==================== design 1
### Wires at chosen ports, followed through buffers, design 1

Drawn at 4 px/µm.
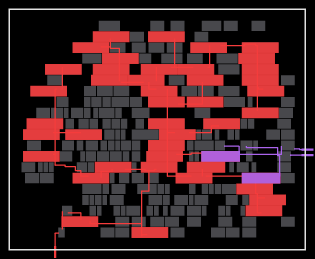

$ cat src/rtl/spi_master_arbiter_if.sv
// Requester-side handshake and SPI pin bundle for spi_master_arbiter.
// The master modport is the engine's view; the slave modport is the environment's view.
interface spi_master_arbiter_if #(
  parameter int NREQ  = 2,
  parameter int WIDTH = 8
) ();
  logic [NREQ-1:0]       req;
  logic [NREQ*WIDTH-1:0] req_data;
  logic [NREQ-1:0]       grant;
  logic [NREQ-1:0]       done;
  logic [WIDTH-1:0]      rx_data;
  logic                  busy;
  logic                  SCLK;
  logic [NREQ-1:0]       CS;
  logic                  MOSI;
  logic                  MISO;

  modport master (
    input  req, req_data, MISO,
    output grant, done, rx_data, busy, SCLK, CS, MOSI
  );

  modport slave (
    output req, req_data, MISO,
    input  grant, done, rx_data, busy, SCLK, CS, MOSI
  );
endinterface

$ cat src/rtl/spi_master_arbiter.sv
// Shared SPI master: round-robin arbitration over NREQ requesters, each owning one CS line,
// followed by a single LSB-first full-duplex WIDTH-bit exchange clocked by a tick divider.
module spi_master_arbiter #(
  parameter int NREQ    = 2,
  parameter int WIDTH   = 8,
  parameter int CLK_DIV = 3
) (
  input  logic                  clk,
  input  logic                  reset,
  spi_master_arbiter_if.master  bus
);
  localparam int LW = (NREQ > 1)    ? $clog2(NREQ)    : 1;
  localparam int DW = (CLK_DIV > 1) ? $clog2(CLK_DIV) : 1;
  localparam int BW = (WIDTH > 1)   ? $clog2(WIDTH)   : 1;

  // ARB is the cycle between sampling the requests and presenting the grant.
  typedef enum logic [2:0] {IDLE, ARB, SETUP, SHIFT, HOLD, GAP} state_t;

  state_t            state;
  logic [LW-1:0]     last;
  logic [LW-1:0]     win;
  logic [LW-1:0]     pick;
  logic              found;
  int                idx;
  logic [DW-1:0]     div;
  logic              active;
  logic              tick;
  logic [BW-1:0]     bitcnt;
  logic [WIDTH-1:0]  tx;
  logic [WIDTH-1:0]  rx;
  logic [NREQ-1:0]   grant;
  logic [NREQ-1:0]   done;
  logic [NREQ-1:0]   cs;
  logic [WIDTH-1:0]  rx_data;
  logic              busy;
  logic              sclk;
  logic              mosi;

  assign bus.grant   = grant;
  assign bus.done    = done;
  assign bus.CS      = cs;
  assign bus.rx_data = rx_data;
  assign bus.busy    = busy;
  assign bus.SCLK    = sclk;
  assign bus.MOSI    = mosi;

  // Search starts just after the last winner so a persistent requester cannot starve others.
  always_comb begin
    pick  = last;
    found = 1'b0;
    idx   = 0;
    for (int k = 1; k <= NREQ; k++) begin
      idx = (int'(last) + k) % NREQ;
      if (!found && bus.req[idx[LW-1:0]]) begin
        found = 1'b1;
        pick  = idx[LW-1:0];
      end
    end
  end

  assign active = (state != IDLE) && (state != ARB);
  assign tick   = active && (div == DW'(CLK_DIV - 1));

  always_ff @(posedge clk or negedge reset) begin
    if (!reset) begin
      state   <= IDLE;
      last    <= LW'(NREQ - 1);
      win     <= '0;
      div     <= '0;
      bitcnt  <= '0;
      tx      <= '0;
      rx      <= '0;
      grant   <= '0;
      done    <= '0;
      cs      <= '1;
      rx_data <= '0;
      busy    <= 1'b0;
      sclk    <= 1'b0;
      mosi    <= 1'b0;
    end else begin
      done <= '0;
      if (active) div <= tick ? '0 : div + 1'b1;
      case (state)
        IDLE: begin
          if (found) begin
            win   <= pick;
            state <= ARB;
          end
        end
        ARB: begin
          grant  <= NREQ'(1) << win;
          cs     <= ~(NREQ'(1) << win);
          busy   <= 1'b1;
          tx     <= bus.req_data[int'(win)*WIDTH +: WIDTH];
          last   <= win;
          div    <= '0;
          bitcnt <= '0;
          state  <= SETUP;
        end
        SETUP: begin
          if (tick) state <= SHIFT;
        end
        SHIFT: begin
          if (tick) begin
            sclk <= ~sclk;
            if (!sclk) begin
              mosi <= tx[0];
              tx   <= tx >> 1;
            end else begin
              rx     <= {bus.MISO, rx[WIDTH-1:1]};
              bitcnt <= bitcnt + 1'b1;
              if (bitcnt == BW'(WIDTH - 1)) state <= HOLD;
            end
          end
        end
        HOLD: begin
          if (tick) begin
            cs      <= '1;
            grant   <= '0;
            mosi    <= 1'b0;
            rx_data <= rx;
            done    <= NREQ'(1) << win;
            state   <= GAP;
          end
        end
        GAP: begin
          if (tick) begin
            busy  <= 1'b0;
            state <= IDLE;
          end
        end
        default: state <= IDLE;
      endcase
    end
  end
endmodule
$ cat src/flat_wrapper.sv
// flat-port wrapper written by rule: the top's interface ports become plain ports
module spi_master_arbiter_flat 
#(
  parameter int NREQ    = 2,
  parameter int WIDTH   = 8,
  parameter int CLK_DIV = 3
)
  (clk, reset, bus_req, bus_req_data, bus_MISO, bus_grant, bus_done, bus_rx_data, bus_busy, bus_SCLK, bus_CS, bus_MOSI);
  spi_master_arbiter_if #(.NREQ(NREQ), .WIDTH(WIDTH)) bus_i ();
  input  logic clk;
  input  logic reset;
  input wire logic [$bits(bus_i.req)-1:0] bus_req;
  input wire logic [$bits(bus_i.req_data)-1:0] bus_req_data;
  input wire logic [$bits(bus_i.MISO)-1:0] bus_MISO;
  output wire logic [$bits(bus_i.grant)-1:0] bus_grant;
  output wire logic [$bits(bus_i.done)-1:0] bus_done;
  output wire logic [$bits(bus_i.rx_data)-1:0] bus_rx_data;
  output wire logic [$bits(bus_i.busy)-1:0] bus_busy;
  output wire logic [$bits(bus_i.SCLK)-1:0] bus_SCLK;
  output wire logic [$bits(bus_i.CS)-1:0] bus_CS;
  output wire logic [$bits(bus_i.MOSI)-1:0] bus_MOSI;
  assign bus_i.req = bus_req;
  assign bus_i.req_data = bus_req_data;
  assign bus_i.MISO = bus_MISO;
  assign bus_grant = bus_i.grant;
  assign bus_done = bus_i.done;
  assign bus_rx_data = bus_i.rx_data;
  assign bus_busy = bus_i.busy;
  assign bus_SCLK = bus_i.SCLK;
  assign bus_CS = bus_i.CS;
  assign bus_MOSI = bus_i.MOSI;
  spi_master_arbiter #(.NREQ(NREQ), .WIDTH(WIDTH), .CLK_DIV(CLK_DIV)) u_core (.clk(clk), .reset(reset), .bus(bus_i));
endmodule
$ cat config.mk
export PLATFORM = sky130hd
export DESIGN_NAME = spi_master_arbiter_flat
export DESIGN_NICKNAME = d
export VERILOG_FILES = /design/src/rtl/spi_master_arbiter_if.sv /design/src/rtl/spi_master_arbiter.sv /design/src/flat_wrapper.sv
export SDC_FILE = /design/constraint.sdc
export NUM_CORES = 1
export LEC_CHECK = 0
export CORE_ASPECT_RATIO = 0.8
export CORE_MARGIN = 2
export CORE_UTILIZATION = 51
export DETAILED_ROUTE_END_ITERATION = 6
export PLACE_DENSITY = 0.77
export SLEW_MARGIN = 20
export SYNTH_ARGS = -nofsm -noshare
export SYNTH_HDL_FRONTEND = slang
export SYNTH_SLANG_ARGS = --single-unit
$ cat constraint.sdc
create_clock -name clk -period 2 [get_ports clk]
set_input_delay 0.4 -clock clk [delete_from_list [all_inputs] [get_ports clk]]
set_output_delay 0.4 -clock clk [all_outputs]
set_load 0.02 [all_outputs]
==================== design 2
**src/rtl/sar_adc_ctrl.sv**
```systemverilog
// Successive-approximation ADC controller: drives trial codes to an R-2R DAC,
// resolves one bit per step MSB first from a synchronised comparator.
module sar_adc_ctrl #(
    parameter int unsigned WIDTH  = 4,
    parameter int unsigned SETTLE = 2
) (
    input  logic             clk,
    input  logic             rst,
    input  logic             start,
    input  logic             cont,
    input  logic             cmp,
    output logic [WIDTH-1:0] dac_out,
    output logic [WIDTH-1:0] data,
    output logic             valid,
    output logic             busy
);

    localparam int unsigned IW = (WIDTH > 1) ? $clog2(WIDTH) : 1;
    localparam int unsigned CW = $clog2(SETTLE + 2);

    localparam logic [CW-1:0]    CNT_LAST = CW'(SETTLE + 1);
    localparam logic [IW-1:0]    I_MSB    = IW'(WIDTH - 1);
    localparam logic [WIDTH-1:0] MSB_CODE = WIDTH'(1) << (WIDTH - 1);

    typedef enum logic {
        IDLE = 1'b0,
        CONV = 1'b1
    } state_t;

    state_t           state, state_nxt;
    logic             cmp_q1, cmp_s;
    logic [WIDTH-1:0] result, result_nxt;
    logic [IW-1:0]    i, i_nxt;
    logic [CW-1:0]    cnt, cnt_nxt;
    logic [WIDTH-1:0] dac_nxt, data_nxt;
    logic             valid_nxt, busy_nxt;
    logic [WIDTH-1:0] res_upd;
    logic             load;

    // Two-flop synchroniser for the asynchronous comparator output
    always_ff @(posedge clk or negedge rst) begin
        if (!rst) begin
            cmp_q1 <= 1'b0;
            cmp_s  <= 1'b0;
        end else begin
            cmp_q1 <= cmp;
            cmp_s  <= cmp_q1;
        end
    end

    always_ff @(posedge clk or negedge rst) begin
        if (!rst) begin
            state   <= IDLE;
            result  <= '0;
            i       <= '0;
            cnt     <= '0;
            dac_out <= '0;
            data    <= '0;
            valid   <= 1'b0;
            busy    <= 1'b0;
        end else begin
            state   <= state_nxt;
            result  <= result_nxt;
            i       <= i_nxt;
            cnt     <= cnt_nxt;
            dac_out <= dac_nxt;
            data    <= data_nxt;
            valid   <= valid_nxt;
            busy    <= busy_nxt;
        end
    end

    // Next-state and datapath; 'load' applies the conversion-start actions
    always_comb begin
        state_nxt  = state;
        result_nxt = result;
        i_nxt      = i;
        cnt_nxt    = cnt;
        dac_nxt    = dac_out;
        data_nxt   = data;
        valid_nxt  = 1'b0;
        busy_nxt   = busy;
        load       = 1'b0;
        res_upd    = result;
        res_upd[i] = cmp_s;

        case (state)
            IDLE: begin
                busy_nxt = 1'b0;
                if (start) begin
                    load = 1'b1;
                end
            end
            CONV: begin
                if (cnt != CNT_LAST) begin
                    cnt_nxt = cnt + CW'(1);
                end else begin
                    result_nxt = res_upd;
                    if (i != '0) begin
                        i_nxt   = i - IW'(1);
                        cnt_nxt = '0;
                        dac_nxt = res_upd | (WIDTH'(1) << (i - IW'(1)));
                    end else begin
                        data_nxt  = res_upd;
                        dac_nxt   = res_upd;
                        valid_nxt = 1'b1;
                        if (cont) begin
                            load = 1'b1;
                        end else begin
                            busy_nxt  = 1'b0;
                            state_nxt = IDLE;
                        end
                    end
                end
            end
            default: begin
                state_nxt = IDLE;
                busy_nxt  = 1'b0;
            end
        endcase

        // Start actions override the final-code load on a continuous restart
        if (load) begin
            result_nxt = '0;
            i_nxt      = I_MSB;
            cnt_nxt    = '0;
            dac_nxt    = MSB_CODE;
            busy_nxt   = 1'b1;
            state_nxt  = CONV;
        end
    end

endmodule

```
**config.mk**
```make
export PLATFORM = sky130hd
export DESIGN_NAME = sar_adc_ctrl
export DESIGN_NICKNAME = d
export VERILOG_FILES = /design/src/rtl/sar_adc_ctrl.sv
export SDC_FILE = /design/constraint.sdc
export NUM_CORES = 1
export LEC_CHECK = 0
export CAP_MARGIN = 20
export CORE_ASPECT_RATIO = 1.5
export CORE_UTILIZATION = 35
export DETAILED_ROUTE_END_ITERATION = 8
export PLACE_DENSITY_LB_ADDON = 0.1
export SLEW_MARGIN = 20
export SYNTH_ARGS = -nofsm -noshare
export SYNTH_HDL_FRONTEND = slang
export SYNTH_SLANG_ARGS = --single-unit
```
**constraint.sdc**
```tcl
create_clock -name clk -period 2.9 [get_ports clk]
set_clock_uncertainty 0.15 [all_clocks]
set_input_delay 0.58 -clock clk [delete_from_list [all_inputs] [get_ports clk]]
set_output_delay 0.58 -clock clk [all_outputs]
set_load 0.02 [all_outputs]
```
### Cells coloured by class, design 1

Drawn at 4 px/µm.
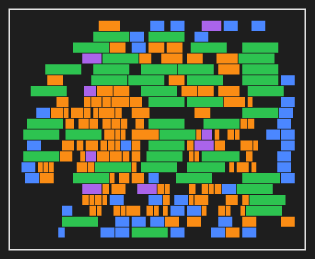
legend:
  blue:
    class: remaining buffers and delay cells
    cells: 40
  green:
    class: sequential cells
    cells: 43
  orange:
    class: combinational and other logic
    cells: 117
  purple:
    class: clock drivers and dummy loads
    cells: 8

Notes on 'Wires at chosen ports, followed through buffers' of design 1 above:
legend:
  red:
    port: reset
    bits: 1
    direction: input
    edge: bottom
    end_cells: 43
    buffers: 2
    wire: 267 µm
  purple:
    port: bus_CS
    bits: 2
    direction: output
    edge: right
    end_cells: 2
    buffers: 2
    wire: 39.5 µm
Port-buffer cells: 37
io pins: 38

==> results.sh, design 1 <==
# physical design summary
export IMPL_outcome="finished, final reports clean"
export IMPL_cts_resized=0
export IMPL_buf_share_pct=15.8
export IMPL_buffers=40
export IMPL_wl_per_cell_um=15.3
export IMPL_setup_tns_final_ps=0
export IMPL_maxCapViolCount=0
export IMPL_final_max_slew_viol_count=0
export IMPL_period_used_pct=91.8
export IMPL_seqCellArea_um2=1080
export IMPL_place_inst=244
export IMPL_seq_cell_power_uw=884
export IMPL_yosys_area_share_aoi_pct=10.3
export IMPL_dp_worst_setup_slack_ps=247
export IMPL_nets=230
export IMPL_yosysUniqueCellTypes=37
export IMPL_drt_iter0_markers=105
export IMPL_core_area_um2=3750
export IMPL_wl_met1_mm=1.83
export IMPL_top_layer_used="met4"
export IMPL_async_flop_share_pct=100
export IMPL_clock_skew_ps=13.3
export IMPL_most_common_layout_cells="dfrtp_1 (40), clkdlybuf4s50_1 (36), nand2_1 (18)"
export IMPL_period_minus_slack_ps=1840
export IMPL_finalWeightedCongestion=0.800
export IMPL_ys_sh_simple_pct=14.2
export IMPL_nWellTaps=44
export IMPL_grt_max_degree=44
export IMPL_hold_slack_ps=145
export IMPL_drive_above_1_share_pct=15.9
export IMPL_logic_family="multiplexers"
export IMPL_flop_cell="dfrtp_1"
export IMPL_root_buffer="clkbuf_8"
export IMPL_area_leaders="dfrtp_1 (51%), mux2_4 (4.6%), mux2i_1 (4.0%)"
export IMPL_largest_cell_class="flip-flops and latches"
export IMPL_powerComb_uw=72.5
export IMPL_antenna_found_initial=0
export IMPL_top_cells_by_count="dfrtp_1 (40), nand2_1 (18), nor2_1 (14), a21oi_1 (10), mux2i_1 (8)"
export IMPL_synth_area_um2=1980
export IMPL_dpl_hpwl_mm=2.73
export IMPL_path_max_fanout=2
export IMPL_ys_cells=170
export IMPL_first_pass_iters=4
export IMPL_grt_use_met1_pct=27.0
export IMPL_grt_pass1_wl_mm=6.32
export IMPL_yosys_warnings=0
export IMPL_end_kind="primary output"
export IMPL_cts_tree="built"
export IMPL_critPathSlowestCell="clkdlybuf4s50_1"
[design 1: sequential cells by signal (all words and copies together) (netlist names)]
register / cells
u_core.bus.MOSI: 1
u_core.win: 1
u_core.bus.grant: 2
u_core.bus.busy: 1
u_core.bitcnt: 3
u_core.rx: 8
u_core.state: 3
u_core.bus.done: 2
u_core.tx: 8
u_core.bus.CS: 2
u_core.div: 2
u_core.bus.rx_data: 8
u_core.bus.SCLK: 1
u_core.last: 1
### Wires at chosen ports, followed through buffers, design 2

Drawn at 4 px/µm.
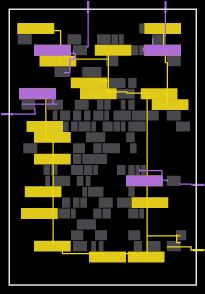
legend:
  yellow:
    port: rst
    bits: 1
    direction: input
    edge: right
    end_cells: 21
    buffers: 2
    wire: 182 µm
  purple:
    port: data
    bits: 4
    direction: output
    edge: 2 top, 1 left, 1 right
    end_cells: 4
    buffers: 4
    wire: 68.7 µm

==> results.sh, design 2 <==
# physical design summary
export IMPL_overflow=0
export IMPL_die_w_um=46.4
export IMPL_start_kind="flop"
export IMPL_nClkBuffers=3
export IMPL_hold_depth=0
export IMPL_warning_count=30
export IMPL_reg2reg_slack_ps=840
export IMPL_r2r_cells=5
export IMPL_diodes=0
export IMPL_outcome="finished, final reports clean"
export IMPL_worstReg2RegEnd="result[0]"
export IMPL_r2r_start="i[0]"
export IMPL_buffers=15
export IMPL_drive_above_1_share_pct=7.14
export IMPL_comb_multi_input_count=65
export IMPL_area_leaders="dfrtp_1 (51%), ha_1 (7.3%), a21oi_1 (3.4%)"
export IMPL_yosys_area_share_aoi_pct=17.2
export IMPL_final_common_cell="dfrtp_1"
export IMPL_fp_dieH_um=68.6
export IMPL_cts_tree="built"
-- design 2: where the power goes --
group	internal (µW)	leakage, µW	switching (µW)
Sequential	411	0.000249	87.3
Clock	96.0	0.0000255	99.3
Combinational	293	0.000276	343
-- design 2: per-layer routing --
| layer | part of all wire, % | GRT usage [%] | vias to the layer above |
|---|---|---|---|
| li1 | - | - | 375 |
| met1 | 42 | 19.4 | 369 |
| met2 | 51 | 25.7 | 23 |
| met3 | 2.5 | 2.34 | 9 |
| met4 | 4.1 | 11.4 | 0 |
| met5 | 0 | 0 | - |

## Gallery

Placement density heat map.
(a)
Drawn at 4 px/µm. 7 x 6 tiles, from dark blue (low) to red (high), 0 to 100% covered.
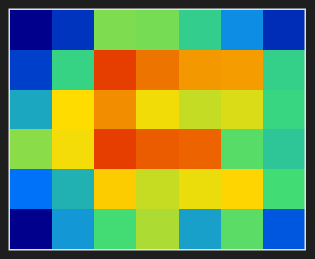
(b)
Drawn at 6 px/µm. 5 x 7 tiles, from dark blue (low) to red (high), 0 to 100% covered.
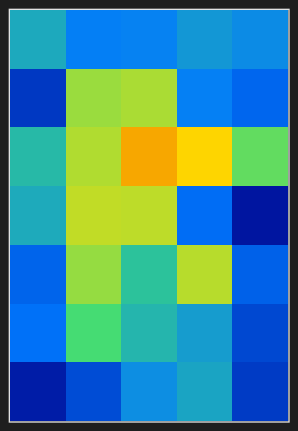
- (b) = design 2
- (a) = design 1



## Gallery

Cell placement.
image #1
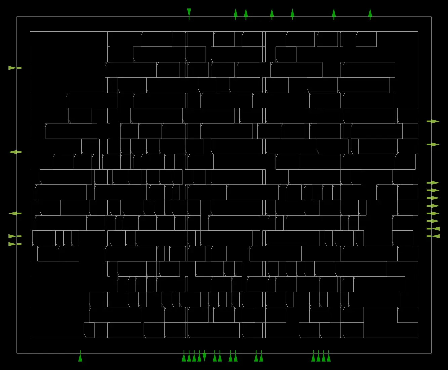
image #2
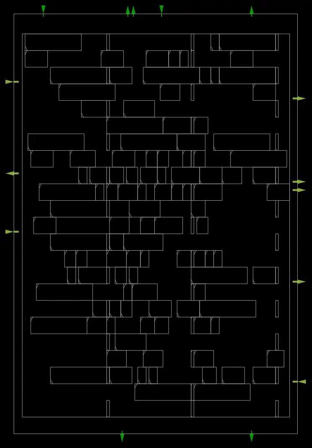
image #2 -> design 2
image #1 -> design 1

No activity file was given, so power comes from the tool's default toggle rates.
